# presence_detector

==> presence_detector/layer_met1.png <==
Supply wires on this layer in grey.
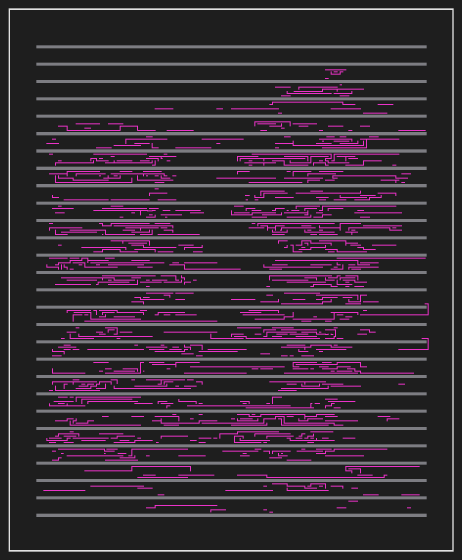
==> presence_detector/logic_types.png <==
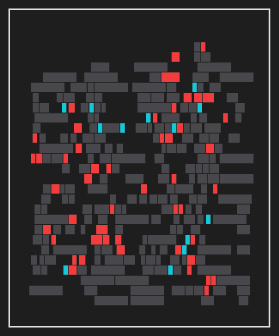
File: src/rtl/presence_detector.sv
// Presence detector: synchronises a raw presence input, debounces its rise,
// stretches its fall with a hold timer and flags a stuck-active sensor.
module presence_detector #(
  parameter int unsigned DEBOUNCE_CYCLES = 16,
  parameter int unsigned HOLD_CYCLES     = 100,
  parameter int unsigned STUCK_CYCLES    = 4096
) (
  input  logic clk,
  input  logic reset,
  input  logic raw_sensor,
  input  logic enable,
  input  logic fault_clr,
  output logic sensor,
  output logic rise_pulse,
  output logic fall_pulse,
  output logic fault
);

  localparam int unsigned CNT_MAX   = (DEBOUNCE_CYCLES > HOLD_CYCLES) ? DEBOUNCE_CYCLES : HOLD_CYCLES;
  localparam int unsigned CNT_W     = $clog2(CNT_MAX + 1);
  localparam int unsigned SCNT_MAX  = (STUCK_CYCLES == 0) ? 1 : STUCK_CYCLES;
  localparam int unsigned SCNT_W    = $clog2(SCNT_MAX + 1);

  typedef enum logic [2:0] {
    ST_IDLE    = 3'd0,
    ST_CONFIRM = 3'd1,
    ST_PRESENT = 3'd2,
    ST_HOLD    = 3'd3,
    ST_FAULT   = 3'd4
  } state_t;

  state_t            r_state;
  logic              r_s1;
  logic              r_s2;
  logic [CNT_W-1:0]  r_cnt;
  logic [SCNT_W-1:0] r_scnt;
  logic              r_sensor;
  logic              r_rise;
  logic              r_fall;
  logic              r_fault;

  logic [CNT_W-1:0]  w_cnt_inc;
  logic [SCNT_W-1:0] w_scnt_inc;
  logic              w_deb_done;
  logic              w_hold_done;
  logic              w_stuck_hit;

  // Saturating increments and terminal-count decodes
  assign w_cnt_inc   = (r_cnt == CNT_W'(CNT_MAX)) ? r_cnt : r_cnt + CNT_W'(1);
  assign w_scnt_inc  = (r_scnt == SCNT_W'(SCNT_MAX)) ? r_scnt : r_scnt + SCNT_W'(1);
  assign w_deb_done  = (w_cnt_inc == CNT_W'(DEBOUNCE_CYCLES));
  assign w_hold_done = (w_cnt_inc == CNT_W'(HOLD_CYCLES));
  assign w_stuck_hit = (STUCK_CYCLES != 0) && (w_scnt_inc == SCNT_W'(STUCK_CYCLES));

  always_ff @(posedge clk or negedge reset) begin
    if (!reset) begin
      r_state  <= ST_IDLE;
      r_s1     <= 1'b0;
      r_s2     <= 1'b0;
      r_cnt    <= '0;
      r_scnt   <= '0;
      r_sensor <= 1'b0;
      r_rise   <= 1'b0;
      r_fall   <= 1'b0;
      r_fault  <= 1'b0;
    end else begin
      r_s1   <= raw_sensor;
      r_s2   <= r_s1;
      r_rise <= 1'b0;
      r_fall <= 1'b0;
      // Clear is placed before the FSM so a same-cycle FAULT entry overrides it
      if (fault_clr && (r_state != ST_FAULT)) begin
        r_fault <= 1'b0;
      end
      if (!enable) begin
        r_state  <= ST_IDLE;
        r_cnt    <= '0;
        r_scnt   <= '0;
        r_sensor <= 1'b0;
        r_fall   <= r_sensor;
      end else begin
        case (r_state)
          ST_IDLE: begin
            if (r_s2) begin
              if (DEBOUNCE_CYCLES == 1) begin
                r_state  <= ST_PRESENT;
                r_cnt    <= '0;
                r_scnt   <= '0;
                r_sensor <= 1'b1;
                r_rise   <= 1'b1;
              end else begin
                r_state <= ST_CONFIRM;
                r_cnt   <= CNT_W'(1);
              end
            end
          end
          ST_CONFIRM: begin
            if (r_s2) begin
              if (w_deb_done) begin
                r_state  <= ST_PRESENT;
                r_cnt    <= '0;
                r_scnt   <= '0;
                r_sensor <= 1'b1;
                r_rise   <= 1'b1;
              end else begin
                r_cnt <= w_cnt_inc;
              end
            end else begin
              r_state <= ST_IDLE;
              r_cnt   <= '0;
            end
          end
          ST_PRESENT: begin
            if (r_s2) begin
              r_scnt <= w_scnt_inc;
              if (w_stuck_hit) begin
                r_state <= ST_FAULT;
                r_fault <= 1'b1;
              end
            end else begin
              r_scnt <= '0;
              if (HOLD_CYCLES == 1) begin
                r_state  <= ST_IDLE;
                r_cnt    <= '0;
                r_sensor <= 1'b0;
                r_fall   <= 1'b1;
              end else begin
                r_state <= ST_HOLD;
                r_cnt   <= CNT_W'(1);
              end
            end
          end
          ST_HOLD: begin
            if (!r_s2) begin
              if (w_hold_done) begin
                r_state  <= ST_IDLE;
                r_cnt    <= '0;
                r_sensor <= 1'b0;
                r_fall   <= 1'b1;
              end else begin
                r_cnt <= w_cnt_inc;
              end
            end else begin
              r_state <= ST_PRESENT;
              r_cnt   <= '0;
              r_scnt  <= '0;
            end
          end
          ST_FAULT: begin
            // Fail-safe: sensor stays high until the input actually drops
            if (!r_s2) begin
              r_state <= ST_HOLD;
              r_cnt   <= CNT_W'(1);
            end
          end
          default: begin
            r_state  <= ST_IDLE;
            r_cnt    <= '0;
            r_scnt   <= '0;
            r_sensor <= 1'b0;
          end
        endcase
      end
    end
  end

  assign sensor     = r_sensor;
  assign rise_pulse = r_rise;
  assign fall_pulse = r_fall;
  assign fault      = r_fault;

endmodule

File: config.mk
export PLATFORM = sky130hd
export DESIGN_NAME = presence_detector
export DESIGN_NICKNAME = d
export VERILOG_FILES = /design/src/rtl/presence_detector.sv
export SDC_FILE = /design/constraint.sdc
export NUM_CORES = 1
export LEC_CHECK = 0
export CAP_MARGIN = 20
export CORE_ASPECT_RATIO = 1.25
export CORE_MARGIN = 4
export CORE_UTILIZATION = 45
export DETAILED_ROUTE_END_ITERATION = 6
export SYNTH_ARGS = -nofsm -noshare
export SYNTH_HDL_FRONTEND = slang
export SYNTH_SLANG_ARGS = --single-unit
File: constraint.sdc
create_clock -name clk -period 2.8 [get_ports clk]
set_clock_uncertainty 0.05 [all_clocks]
set_input_delay 0.28 -clock clk [delete_from_list [all_inputs] [get_ports clk]]
set_output_delay 0.28 -clock clk [all_outputs]
set_load 0.02 [all_outputs]
==> impl_metrics.yaml <==
# synthesis and place-and-route metrics
clocking:
  cts-resized-gates: 0
  number_of_clock_sinks_seen_by_cts: 29
  cts_setup_buffers: 0
  cts_root_buf: "sky130_fd_sc_hd__clkbuf_8"
  clk_path_buf_depth: 2
timing:
  setup_repair_after_global_routing_missed_its_margin: "false"
  post-route-min-period_ns: 2.44
run_status:
  run_status: "finished clean"
critical_path:
  worst-endpoint-required_ns: 2.89
  critPathMaxFanout: 13
  worstReg2RegEnd: "r_scnt[6]"
  critical_path_arrival_ns: 2.54
yosys:
  synth_area_leader_cell: "sky130_fd_sc_hd__dfrtp_1"
  synth_seq_share_pct: 34.3
final_layout:
  nNonClkBuffers: 13
global_routing:
  grt_antenna_before_repair: 0
  grt_first_pass_wirelength_mm: 8.37
place:
  place.port_buffers: 8
worst_hold_path:
  worstHoldEndpoint: "r_s2"
routing:
  detail-route-antenna-nets: 0
  drt_first_pass_iters: 4
power:
  worst_ir_drop_vdd_mv: 0.222
## Picture notes: presence_detector/layer_met1.png
The wires run mostly horizontal. The layer holds 45% of the routed length. 233 nets have wire on it. The layer carries 2220 um of wire.
met1 Use GR: 21.8%
detailed-route wire length: 4.91 mm
total number of vias: 1897

## Picture notes: presence_detector/logic_types.png
Key: red = nand cells [cells 48, most used nand2_1]; cyan = inv cells [cells 13, most used inv_1]
Post-Layout Cell Count: 312
multi-input logic portion of the cell area: 54.0%

==> registers in the layout (all words and copies together), names as in the netlist <==
signal      flops
r_s2            1
fall_pulse      1
r_cnt           7
rise_pulse      1
r_s1            1
sensor          1
r_scnt         13
fault           1
r_state         3
==> metal layers <==
layer	vias to the layer above	share of wire [%]
met5	-	0
met4	0	2.1
met3	8	2.5
met2	29	50
met1	915	45
li1	945	-
==> metrics by stage <==
step | util [%] | cells | hold WS [ns] | power, mW
3_3_place_gp | 48.8 | 304 | 0.282 | 0.511
3_5_place_dp | 48.8 | 304 | 0.286 | 0.511
6_report | 50.7 | 312 | 0.298 | 0.838
5_1_grt | 50.7 | 312 | 0.313 | 0.894
4_1_cts | 50.7 | 312 | 0.301 | 0.855
2_1_floorplan | - | 254 | -0.0656 | 0.485
==> critical path, cell delays in order (launching register included) <==
cell and delay, ns:
sky130_fd_sc_hd__dfrtp_1 0.51, sky130_fd_sc_hd__inv_1 0.12, sky130_fd_sc_hd__ha_1 0.37, sky130_fd_sc_hd__or3_1 0.39, sky130_fd_sc_hd__or2_4 0.30, sky130_fd_sc_hd__a31oi_4 0.41, sky130_fd_sc_hd__a31oi_1 0.14

# sample_packer

--- config.mk ---
export PLATFORM = sky130hd
export DESIGN_NAME = sample_packer
export DESIGN_NICKNAME = d
export VERILOG_FILES = /design/src/rtl/sample_packer.sv
export SDC_FILE = /design/constraint.sdc
export NUM_CORES = 1
export LEC_CHECK = 0
export ABC_AREA = 1
export CORE_MARGIN = 3
export CORE_UTILIZATION = 45
export DETAILED_ROUTE_END_ITERATION = 12
export GPL_TIMING_DRIVEN = 0
export PLACE_DENSITY_LB_ADDON = 0.2
export SYNTH_ARGS = -nofsm -noshare
export SYNTH_HDL_FRONTEND = slang
export SYNTH_SLANG_ARGS = --single-unit
--- constraint.sdc ---
create_clock -name clk -period 2.7 [get_ports clk]
set_input_delay 0.27 -clock clk [delete_from_list [all_inputs] [get_ports clk]]
set_output_delay 0.27 -clock clk [all_outputs]
set_load 0.02 [all_outputs]
--- src/rtl/sample_packer.sv ---
// rtl/sample_packer.sv - packs a byte stream MSB-first into channel-tagged sample words (SAMPLE_PACKER_SIGN_EXTEND_EN: sign-extend upper word bits)
module sample_packer #(
    parameter int B   = 3,
    parameter int Nw  = 32,
    parameter int Nch = 2,
    parameter int Mch = (Nch > 1) ? $clog2(Nch) : 1
) (
    input  logic           clk,
    input  logic           reset,
    input  logic [7:0]     in_data,
    input  logic           in_valid,
    output logic           in_ready,
    output logic [Nw-1:0]  out_data,
    output logic           out_valid,
    input  logic           out_ready,
    input  logic           clear,
    output logic [Mch-1:0] channel,
    output logic [1:0]     byte_count
);

    // Holds the leading B-1 bytes of the sample being assembled; older bytes
    // are shifted out completely before a sample finishes, so no flush is needed.
    logic [8*(B-1)-1:0] shift_q, shift_d;
    logic [1:0]         byte_count_q, byte_count_d;
    logic [Mch-1:0]     chan_ctr_q, chan_ctr_d;
    logic [Mch-1:0]     channel_q, channel_d;
    logic               out_valid_q, out_valid_d;
    logic [Nw-1:0]      out_data_q, out_data_d;

    logic               final_byte;
    logic               in_fire;
    logic [8*B-1:0]     sample_w;
    logic [Nw-1:0]      word_w;

    // Backpressure only reaches the final byte of a sample; clear blocks all input.
    always_comb begin
        final_byte = (byte_count_q == 2'(B - 1));
        in_ready   = !clear && (!final_byte || !out_valid_q || out_ready);
        in_fire    = in_valid && in_ready;
    end

    // Sample word assembly and widening of the sample to the output word.
    always_comb begin
        sample_w = {shift_q, in_data};
`ifdef SAMPLE_PACKER_SIGN_EXTEND_EN
        word_w = Nw'($signed(sample_w));
`else
        word_w = Nw'(sample_w);
`endif
    end

    // Next-state: byte shifting, word load, output handshake and clear.
    always_comb begin
        shift_d      = shift_q;
        byte_count_d = byte_count_q;
        chan_ctr_d   = chan_ctr_q;
        channel_d    = channel_q;
        out_valid_d  = out_valid_q;
        out_data_d   = out_data_q;

        if (clear) begin
            // Drops the partial sample and any pending word, even one being taken now.
            byte_count_d = 2'd0;
            chan_ctr_d   = '0;
            out_valid_d  = 1'b0;
        end else begin
            if (out_valid_q && out_ready) begin
                out_valid_d = 1'b0;
            end
            if (in_fire) begin
                if (final_byte) begin
                    out_data_d   = word_w;
                    out_valid_d  = 1'b1;
                    channel_d    = chan_ctr_q;
                    chan_ctr_d   = (chan_ctr_q == Mch'(Nch - 1)) ? '0 : chan_ctr_q + 1'b1;
                    byte_count_d = 2'd0;
                end else begin
                    shift_d      = sample_w[8*(B-1)-1:0];
                    byte_count_d = byte_count_q + 2'd1;
                end
            end
        end
    end

    // State registers with asynchronous active-high reset.
    always_ff @(posedge clk or posedge reset) begin
        if (reset) begin
            shift_q      <= '0;
            byte_count_q <= 2'd0;
            chan_ctr_q   <= '0;
            channel_q    <= '0;
            out_valid_q  <= 1'b0;
            out_data_q   <= '0;
        end else begin
            shift_q      <= shift_d;
            byte_count_q <= byte_count_d;
            chan_ctr_q   <= chan_ctr_d;
            channel_q    <= channel_d;
            out_valid_q  <= out_valid_d;
            out_data_q   <= out_data_d;
        end
    end

    assign out_data   = out_data_q;
    assign out_valid  = out_valid_q;
    assign channel    = channel_q;
    assign byte_count = byte_count_q;

endmodule

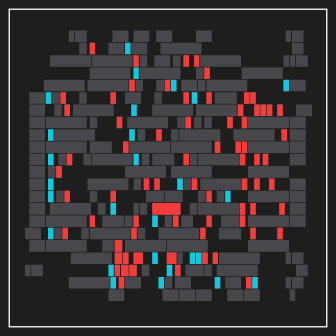
(sample_packer/logic_types.png)
Key: red = nand cells [cells 71, most used nand2_1]; cyan = inv cells [cells 27, most used inv_1]
most common cell after layout, fill and taps aside: sky130_fd_sc_hd__nand2_1
multi-input logic portion of the cell area: 21.2%
Post-Layout Cell Count: 300

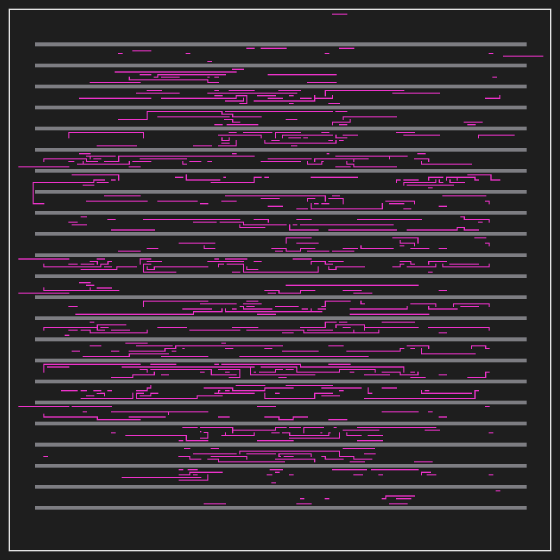
(sample_packer/layer_met1.png)
Supply wires on this layer in grey.
The longest straight run is 17.5 um. The layer carries 1670 um of wire. The layer holds 49% of the routed length. 228 nets have wire on it. The wires run mostly horizontal.
met1 Use GR: 20.7%
total number of vias: 1349

## power by group through the flow
stage / Combinational (mW) / Clock [mW] / Sequential, mW
finish: 0.593 / 0.395 / 0.913
global route: 0.647 / 0.431 / 0.931
CTS: 0.600 / 0.407 / 0.913
detailed placement: 0.599 / 0 / 0.922
global placement: 0.590 / 0 / 0.921
floorplan: 0.177 / 0 / 1.05
## critical path, delay by kind of cell
| kind | cells | cell delay (ns) |
|---|---|---|
| buffers and inverters | 4 | 1.15 |
| AND/OR/NAND/NOR | 1 | 0.18 |
| AND-OR/OR-AND | 1 | 0.12 |
## registers in the layout, indices dropped and copies added (netlist names)
| register | count |
|---|---|
| byte_count | 2 |
| out_valid | 1 |
| shift_q | 16 |
| out_data | 24 |
| chan_ctr_q | 1 |
| channel | 1 |
## stage by stage
stage	power [mW]	instances	hold WS [ns]
finish	1.90	300	0.476
global route	2.01	300	0.509
CTS	1.92	300	0.483
detailed placement	1.52	292	0.460
global placement	1.51	292	0.457
floorplan	1.23	203	0.333
==> impl_metrics.yaml <==
# synthesis and place-and-route metrics
run_status:
  run_status: "finished clean"
power:
  p_sw_uw: 612
  combPwrFrac_pct: 31.2
  pwr_density_cell_nw_per_um2: 789
routing:
  drc_errors: 0
critical_path:
  worstReg2RegEnd: "out_data[10]"
  timing.rr.start: "byte_count[0]"
  critPathMaxFanout: 5
final_layout:
  ff_latch_area_um2: 1130
  multi_input_comb_cells: 116
timing:
  layout_worst_path_cycle_share_pct: 74.3
  max_slew.worst_pin.slew_ns: 0.897
  hold_violations: 0
  final.setup.worst_slack_ns: 0.694
place:
  pre_cts_slack_ns: 0.680
  place.port_buffers: 41
clocking:
  htree_num_levels: 2
  clkSlewWorstSetupHoldPaths_ns: 0.08
  later_pin_clock_latency_in_the_skew_report_ns: 0.30
job:
  max_cap_viol_count: 0
worst_hold_path:
  worstHoldPathType: "reg -> reg"
global_routing:
  grt_first_pass_wirelength_mm: 5.89
  grt_antenna_before_repair: 0
yosys:
  post_synthesis_chip_area_from_yosys_um2: 1830
  synth_area_leader_cell: "sky130_fd_sc_hd__dfrtp_1"
  synth.logic.top_family: "simple AND/OR/NAND/NOR gates"
die:
  floorplanUtilization_pct: 48.1
  placement_rows: 22


==> layout pictures side by side <==
Power grid.
Pins as bars on the die edge.
(a)
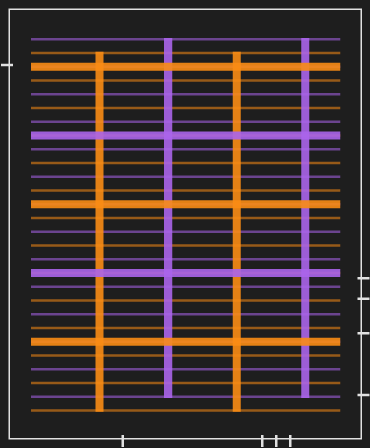
(b)
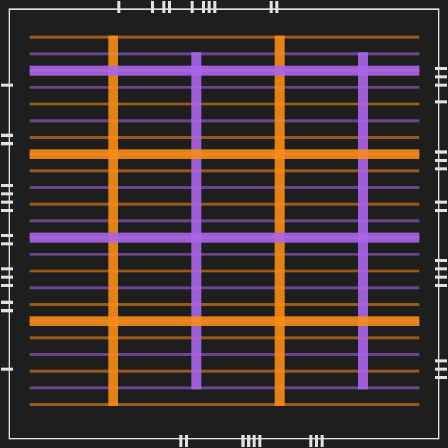
Of these, largest die: (a)
- sample_packer = (b)
- presence_detector = (a)

Key to (a):
Key: orange = VSS; purple = VDD
4 straps on met4. 9 signal pins sit on the boundary. The core has 27 rows. 28 met1 rails follow the rows. 5 straps on met5.

Power figures rest on the tool's default switching activity, not on a simulated workload.
